# rpm_meter

### config.mk
export PLATFORM = sky130hd
export DESIGN_NAME = rpm_meter
export DESIGN_NICKNAME = d
export VERILOG_FILES = /design/src/rtl/rpm_meter.sv
export SDC_FILE = /design/constraint.sdc
export NUM_CORES = 1
export LEC_CHECK = 0
export ABC_AREA = 1
export CORE_MARGIN = 4
export CORE_UTILIZATION = 60
export CTS_CLUSTER_DIAMETER = 200
export DETAILED_ROUTE_END_ITERATION = 8
export PLACE_DENSITY = 0.8
export SYNTH_ARGS = -nofsm -noshare
export SYNTH_HDL_FRONTEND = slang
export SYNTH_SLANG_ARGS = --single-unit
### constraint.sdc
create_clock -name sys_clk -period 8.2 [get_ports sys_clk]
set_input_delay 1.23 -clock sys_clk [delete_from_list [all_inputs] [get_ports sys_clk]]
set_output_delay 1.23 -clock sys_clk [all_outputs]
set_load 0.01 [all_outputs]
### src/rtl/rpm_meter.sv
// Hall-sensor RPM meter: synchronises the hall lines, classifies each step as CW/CCW/illegal
// and reports mechanical RPM and direction once per fixed measurement window.
package rpm_meter_pkg;
  typedef enum logic [1:0] {
    DIR_NONE  = 2'd0,
    DIR_CW    = 2'd1,
    DIR_CCW   = 2'd2,
    DIR_BRAKE = 2'd3
  } rotation_direction_t;
endpackage

module rpm_meter
  import rpm_meter_pkg::*;
#(
  parameter int unsigned clk_freq_hz        = 27_000_000,
  parameter int unsigned pole_pairs         = 1,
  parameter int unsigned rpm_counter_width  = 12,
  parameter int unsigned rpm_measurement_ms = 100
) (
  input  logic                         sys_clk,
  input  logic                         reset,
  input  logic                         enable,
  input  logic [2:0]                   hall,
  output logic [rpm_counter_width-1:0] rpm,
  output rotation_direction_t          direction,
  output logic                         rpm_valid,
  output logic                         hall_error
);

  localparam int unsigned WINDOW_TICKS = clk_freq_hz / 1000 * rpm_measurement_ms;
  // Edge count seen in one window at exactly 60_000 RPM.
  localparam int unsigned EDGES_AT_MAX = 6 * pole_pairs * rpm_measurement_ms;
  localparam int unsigned SAFE_EDGES   = (EDGES_AT_MAX == 0) ? 1 : EDGES_AT_MAX;
  localparam int unsigned RPM_SCALE    = 60_000 / SAFE_EDGES;
  localparam bit          SCALE_OK     = (EDGES_AT_MAX != 0) && ((60_000 % SAFE_EDGES) == 0)
                                         && (RPM_SCALE >= 1) && (WINDOW_TICKS >= 1);

  localparam int unsigned TICK_W  = (WINDOW_TICKS > 1) ? $clog2(WINDOW_TICKS) : 1;
  localparam int unsigned EDGE_W  = (EDGES_AT_MAX > 0) ? $clog2(EDGES_AT_MAX + 1) : 1;
  localparam int unsigned SCALE_W = $clog2(RPM_SCALE + 1);
  localparam int unsigned PROD_W  = EDGE_W + SCALE_W;
  localparam int unsigned CMP_W   = ((PROD_W > rpm_counter_width) ? PROD_W : rpm_counter_width) + 1;

  localparam logic [TICK_W-1:0] TICK_LAST = TICK_W'(WINDOW_TICKS - 1);
  localparam logic [EDGE_W-1:0] EDGE_MAX  = '1;
  localparam logic [CMP_W-1:0]  RPM_MAX   = {{(CMP_W - rpm_counter_width){1'b0}},
                                             {rpm_counter_width{1'b1}}};

  if (!SCALE_OK) begin : g_bad_scale
    $error("rpm_meter: 60000/(6*pole_pairs*rpm_measurement_ms) must be an integer >= 1");
  end

  // Position along the forward sequence 1-3-2-6-4-5; 7 marks an illegal code.
  function automatic logic [2:0] hall_pos(input logic [2:0] h);
    case (h)
      3'd1:    return 3'd0;
      3'd3:    return 3'd1;
      3'd2:    return 3'd2;
      3'd6:    return 3'd3;
      3'd4:    return 3'd4;
      3'd5:    return 3'd5;
      default: return 3'd7;
    endcase
  endfunction

  function automatic logic [2:0] pos_next(input logic [2:0] p);
    return (p == 3'd5) ? 3'd0 : p + 3'd1;
  endfunction

  logic [2:0]                   hall_meta_q, hall_meta_d;
  logic [2:0]                   hall_s_q, hall_s_d;
  logic [2:0]                   hall_prev_q, hall_prev_d;
  logic                         primed_q, primed_d;
  logic                         hall_error_q, hall_error_d;
  logic [TICK_W-1:0]            tick_q, tick_d;
  logic [EDGE_W-1:0]            edges_q, edges_d;
  rotation_direction_t          last_dir_q, last_dir_d;
  logic [rpm_counter_width-1:0] rpm_q, rpm_d;
  rotation_direction_t          direction_q, direction_d;
  logic                         rpm_valid_q, rpm_valid_d;

  logic [2:0]          pos_s, pos_prev;
  logic                hall_change, legal, step_cw, step_ccw;
  logic                valid_step, bad_step, window_end;
  logic [EDGE_W-1:0]   edges_sum;
  rotation_direction_t dir_sum;
  logic [CMP_W-1:0]    product;

  always_comb begin
    hall_meta_d = hall;
    hall_s_d    = hall_meta_q;
    hall_prev_d = hall_s_q;

    pos_s       = hall_pos(hall_s_q);
    pos_prev    = hall_pos(hall_prev_q);
    hall_change = (hall_s_q != hall_prev_q);
    legal       = (pos_s != 3'd7) && (pos_prev != 3'd7);
    step_cw     = legal && (pos_s == pos_next(pos_prev));
    step_ccw    = legal && (pos_prev == pos_next(pos_s));

    // The first change after reset compares against the cleared hall_prev, so it is ignored.
    primed_d     = primed_q | hall_change;
    valid_step   = primed_q && hall_change && (step_cw || step_ccw);
    bad_step     = primed_q && hall_change && !(step_cw || step_ccw);
    hall_error_d = bad_step;

    window_end = (tick_q == TICK_LAST);
    edges_sum  = edges_q;
    dir_sum    = last_dir_q;
    if (valid_step) begin
      edges_sum = (edges_q == EDGE_MAX) ? edges_q : edges_q + EDGE_W'(1);
      dir_sum   = step_cw ? DIR_CW : DIR_CCW;
    end
    product = CMP_W'(edges_sum) * CMP_W'(RPM_SCALE);

    tick_d      = tick_q;
    edges_d     = edges_q;
    last_dir_d  = last_dir_q;
    rpm_d       = rpm_q;
    direction_d = direction_q;
    rpm_valid_d = 1'b0;

    if (!enable) begin
      tick_d      = '0;
      edges_d     = '0;
      last_dir_d  = DIR_NONE;
      rpm_d       = '0;
      direction_d = DIR_NONE;
    end else if (window_end) begin
      // A step arriving on the final cycle is folded into edges_sum before the latch.
      tick_d      = '0;
      edges_d     = '0;
      last_dir_d  = DIR_NONE;
      rpm_d       = (product > RPM_MAX) ? '1 : product[rpm_counter_width-1:0];
      direction_d = (edges_sum == '0) ? DIR_NONE : dir_sum;
      rpm_valid_d = 1'b1;
    end else begin
      tick_d     = tick_q + TICK_W'(1);
      edges_d    = edges_sum;
      last_dir_d = dir_sum;
    end
  end

  always_ff @(posedge sys_clk or posedge reset) begin
    if (reset) begin
      hall_meta_q  <= '0;
      hall_s_q     <= '0;
      hall_prev_q  <= '0;
      primed_q     <= 1'b0;
      hall_error_q <= 1'b0;
      tick_q       <= '0;
      edges_q      <= '0;
      last_dir_q   <= DIR_NONE;
      rpm_q        <= '0;
      direction_q  <= DIR_NONE;
      rpm_valid_q  <= 1'b0;
    end else begin
      hall_meta_q  <= hall_meta_d;
      hall_s_q     <= hall_s_d;
      hall_prev_q  <= hall_prev_d;
      primed_q     <= primed_d;
      hall_error_q <= hall_error_d;
      tick_q       <= tick_d;
      edges_q      <= edges_d;
      last_dir_q   <= last_dir_d;
      rpm_q        <= rpm_d;
      direction_q  <= direction_d;
      rpm_valid_q  <= rpm_valid_d;
    end
  end

  assign rpm        = rpm_q;
  assign direction  = direction_q;
  assign rpm_valid  = rpm_valid_q;
  assign hall_error = hall_error_q;

endmodule
Figure 1. Signal wires by layer (rpm_meter).
Scale: 3 px per µm.
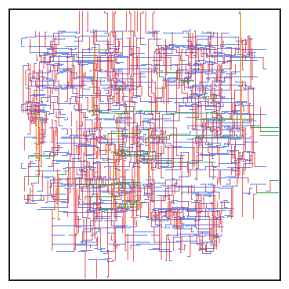
Blue marks M1, wire length 3,580 µm. Orange marks M4, wire length 220 µm. Red marks M2, wire length 4,080 µm. Green marks M3, wire length 301 µm.
WL per Instance: 13.3 µm
total track usage: 22.3%
via count: 3,339
final wirelength: 8.18 mm

layer usage:
metal / wire length [µm] / vias to the layer above / global-route usage [%] / share of wire [%]
met1: 3580 / 1556 / 26.2 / 44
met5: 0 / - / 0 / 0
li1: - / 1688 / - / -
met3: 300 / 26 / 5.09 / 3.7
met2: 4080 / 69 / 39.1 / 50
met4: 220 / 0 / 9.45 / 2.7
registers in the layout, summed over array words and instances (netlist names):
signal and flops:
last_dir_q 2, rpm_valid 1, tick_q 22, hall_prev_d 3
direction 2, rpm 11, hall_prev_q 3, hall_meta_q 3
edges_q 10, primed_q 1, hall_error 1
==> results_dict.tcl <==
# metrics dict for downstream scripts
set metrics [dict create \
    grt_max_degree 60 \
    power_frac_comb_pct 15.5 \
    postRouteAntennaNets 0 \
    switching_power_mw 0.193 \
    ys_top_logic_family "simple AND/OR/NAND/NOR gates" \
    yosys_most_used_dff "dfrtp_1" \
    row_count 29 \
    synthesis.nets 558 \
    n_tap_cell 77 \
    p_int_mw 0.509 \
    rsz0062_at_grt "no" \
    hp-class "reg -> reg" \
    drtIter0Drc 175 \
    p_clk_share_pct 40.9 \
    cp-start-kind "flip-flop" \
    slowest_delay_ps 590 \
    grt_pass1_vias 3420 \
    postCtsHoldBufs 0 \
    hold_viol_final 0 \
    final_cell_mix "nand2_1 (115), inv_1 (74), dfrtp_1 (59)" \
    p_sw_share_pct 27.5 \
    diodes 0 \
    max_freq_ghz 0.197 \
    drv_slew 0 \
    synth_seq_share_pct 36.8 \
    dp_hpwl_mm 6.10 \
    first_pass_iters 4 \
    hold_end "hall_prev_d[2]" \
    critPathKind "reg -> reg" \
    yosys-top-cells-count "nand2_1 (115), inv_1 (75), dfrtp_1 (59)" \
    drc 0 \
    viasPerCell 5.43 \
    layout_top_cell "nand2_1" \
    yosysWarnings 0 \
    nMultiInputCombCells 362 \
    synthCells 507 \
    worst_slack_ps 3110 \
    hold_start "hall_meta_q[2]" \
    globalRouteOverflowTotal 0 \
    finalSetupTns_ps 0 \
    dpl_cell_area_mm2 0.00429 \
    pre_cts_ws_ps 3150 \
    power_density_mw_per_mm2 156 \
    worst_ep_required_time_ps 8420 \
    ys_sh_simple_pct 26.8 \
    outcome "finished clean" \
    fin_crit_sh_pct 62.0 \
    crit_fanout 11 \
    rr_startpoint "hall_prev_q[1]" \
    grt_antenna_before_repair 0 \
    worstMarginPinSlew_ps 738 \
    finalNonFillerCells 615 \
    worstPathArrival_ps 5310 \
    setup.worst_path.end "rpm[5]" \
]

# fsm_1

`src/rtl/fsm_1.sv`:
```
// Moore detector for the serial pattern 1-1-0-1 with overlap; out pulses for
// one cycle in the detect state S4.
module fsm_1 (
    input  logic clk,
    input  logic reset,
    input  logic in,
    output logic out
);

    typedef enum logic [2:0] {
        S0 = 3'd0,
        S1 = 3'd1,
        S2 = 3'd2,
        S3 = 3'd3,
        S4 = 3'd4
    } state_e;

    state_e state_q, state_d;
    logic   out_q;

    always_comb begin
        state_d = S0;
        case (state_q)
            S0:      state_d = in ? S1 : S0;
            S1:      state_d = in ? S2 : S0;
            S2:      state_d = in ? S2 : S3;
            S3:      state_d = in ? S4 : S0;
            // Trailing "11" of a detect is reused as the next prefix.
            S4:      state_d = in ? S2 : S0;
            default: state_d = S0;
        endcase
    end

    // out_q mirrors (state_q == S4), registered alongside the state.
    always_ff @(posedge clk) begin
        if (reset) begin
            state_q <= S0;
            out_q   <= 1'b0;
        end else begin
            state_q <= state_d;
            out_q   <= (state_d == S4);
        end
    end

    assign out = out_q;

endmodule

```
`config.mk`:
```
export PLATFORM = sky130hd
export DESIGN_NAME = fsm_1
export DESIGN_NICKNAME = d
export VERILOG_FILES = /design/src/rtl/fsm_1.sv
export SDC_FILE = /design/constraint.sdc
export NUM_CORES = 1
export LEC_CHECK = 0
export ABC_AREA = 1
export CORE_AREA = 2 2 39 41
export DETAILED_ROUTE_END_ITERATION = 8
export DIE_AREA = 0 0 41 43
export SYNTH_ARGS = -nofsm -noshare
export SYNTH_HDL_FRONTEND = slang
export SYNTH_SLANG_ARGS = --single-unit
```
`constraint.sdc`:
```
create_clock -name clk -period 1.05 [get_ports clk]
set_input_delay 0.315 -clock clk [delete_from_list [all_inputs] [get_ports clk]]
set_output_delay 0.315 -clock clk [all_outputs]
set_load 0.005 [all_outputs]
```
==> results_dict.tcl <==
# metrics dict for downstream scripts
set metrics [dict create \
    io_pins 4 \
    syn_avg_cell_area_um2 8.23 \
    clk_pin_slew_worst_paths_ps 40 \
    top_usage_layer "met3" \
    power_mw 0.390 \
    outcome "finished clean" \
    viasPerCell 3.46 \
    cts_buffer_depth 2 \
    power_frac_comb_pct 8.5 \
    diodes 0 \
    dr_total_vias 142 \
    worstPathArrival_ps 630 \
    postCtsHoldBufs 0 \
    final_cell_mix "dfxtp_1 (4), inv_1 (3), nand3_1 (3), clkbuf_4 (3)" \
    worstPathCellList "clkbuf_2" \
    synthesis.nets 22 \
    die-area_mm2 0.00176 \
    fin_crit_sh_pct 90.1 \
    fillers 157 \
    clock-sinks 4 \
    worstMarginPinSlew_ps 171 \
    layout_top_cell "dfxtp_1" \
    final_cell_area_um2 224 \
    post_cts.repair.setup_buffers 0 \
    seqPwrFrac_pct 42.1 \
    setup_viol 0 \
    routed_wl_um 309 \
    fin_util_pct 16.2 \
    pg_comb_mw 0.0331 \
    top_power_group "clock" \
    hp-class "reg -> reg" \
    flop-count 4 \
    rr_startpoint "state_q[2]" \
    p_leak_nw 0.0867 \
    gp_congestion 0.743 \
    area_delta_synth_final_pct 43.2 \
    period_needed_ps 946 \
    slowest_delay_ps 300 \
    setup.worst_path.end "out" \
    worst-path-stages 1 \
    hold_start "state_q[0]" \
    synthTopCellsByArea "dfxtp_1 (51%), nand3_1 (9.6%), inv_1 (7.2%), nor3_2 (6.4%), xnor2_1 (5.6%)" \
    drv_slew 0 \
    timing.rr.end "state_q[1]" \
    buf_share_pct 11.2 \
    ys_ff 4 \
    power_density_mw_per_mm2 1740 \
    warnings 26 \
    synth_seq_share_pct 51.2 \
    n_tap_cell 16 \
    netlist.area_leader.share_pct 51.2 \
    seq_cell_power_mw 0.164 \
    p_sw_share_pct 22.1 \
    grt_pass1_vias 124 \
    xor_share_pct 5.60 \
    first_pass_iters 2 \
    die_w_um 41 \
    grt_antenna_before_repair 0 \
    drc 0 \
    inverters 3 \
    worst_slack_ps 104 \
    io_buffer_count 3 \
    irDropWorstVdd_mv 0.650 \
    ys_top_logic_family "simple AND/OR/NAND/NOR gates" \
    ys_sh_simple_pct 29.6 \
]
## state kept, by name (all words and copies together), names as in the netlist
name and count:
out 1, state_q 3
## routing by layer
metal | wire [µm] | vias up
met4 | 6 | 0
met1 | 149 | 61
li1 | - | 74
met3 | 32 | 2
met5 | 0 | -
met2 | 122 | 5
## cell usage after synthesis
| library cell | n |
|---|---|
| inv_1 | 3 |
| o21ai_0 | 1 |
| dfxtp_1 | 4 |
| nor3_2 | 1 |
| a21oi_1 | 1 |
| nor2_1 | 2 |
| nand2_2 | 1 |
| xnor2_1 | 1 |
| nand3_1 | 3 |
| nand2_1 | 2 |
Figure 2. Clock distribution (fsm_1).
Scale: 8 px per µm.
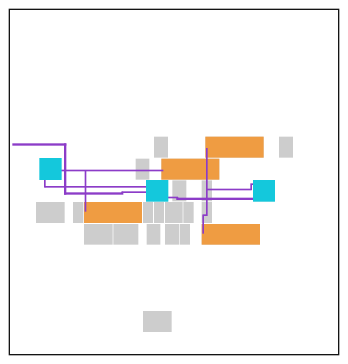
Purple marks clock wires, length 91.2 µm. Cyan marks clock-net drivers, count 3. Orange marks flip-flops, count 4.
There are 4 routed clock nets.
worst skew pair latency: 240 ps
Clock Power: 0.193 mW
clk_skew: 0.589 ps

Figure 3. Signal wires by layer (fsm_1).
Scale: 6 px per µm.
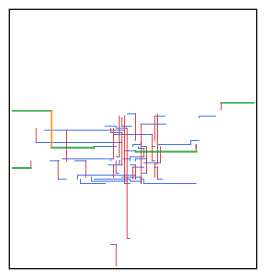
Orange marks M4, wire length 6.10 µm. Green marks M3, wire length 32.1 µm. Red marks M2, wire length 122 µm. Blue marks M1, wire length 149 µm.



==> notes/layouts.md <==
Pictures saved along the way, in no particular order.

Routing congestion map.
image #1
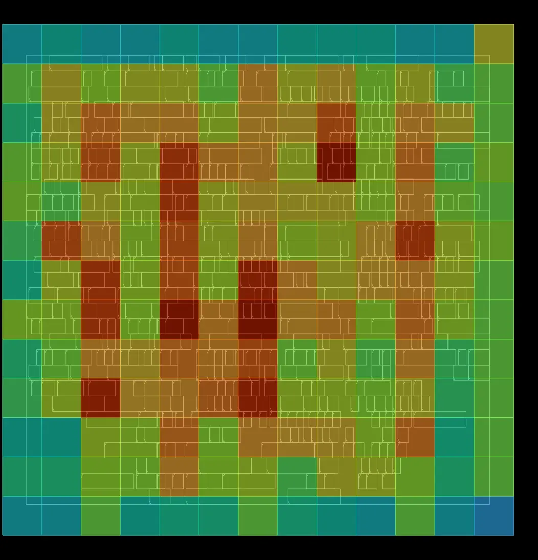
image #2
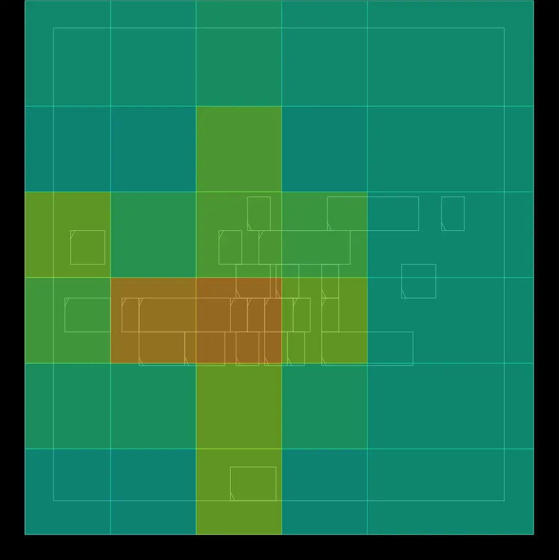
Of these, highest track usage: image #1
Of these, most wire per cell: image #1
image #2: fsm_1
image #1: rpm_meter

Power and IR drop assume default switching activity.
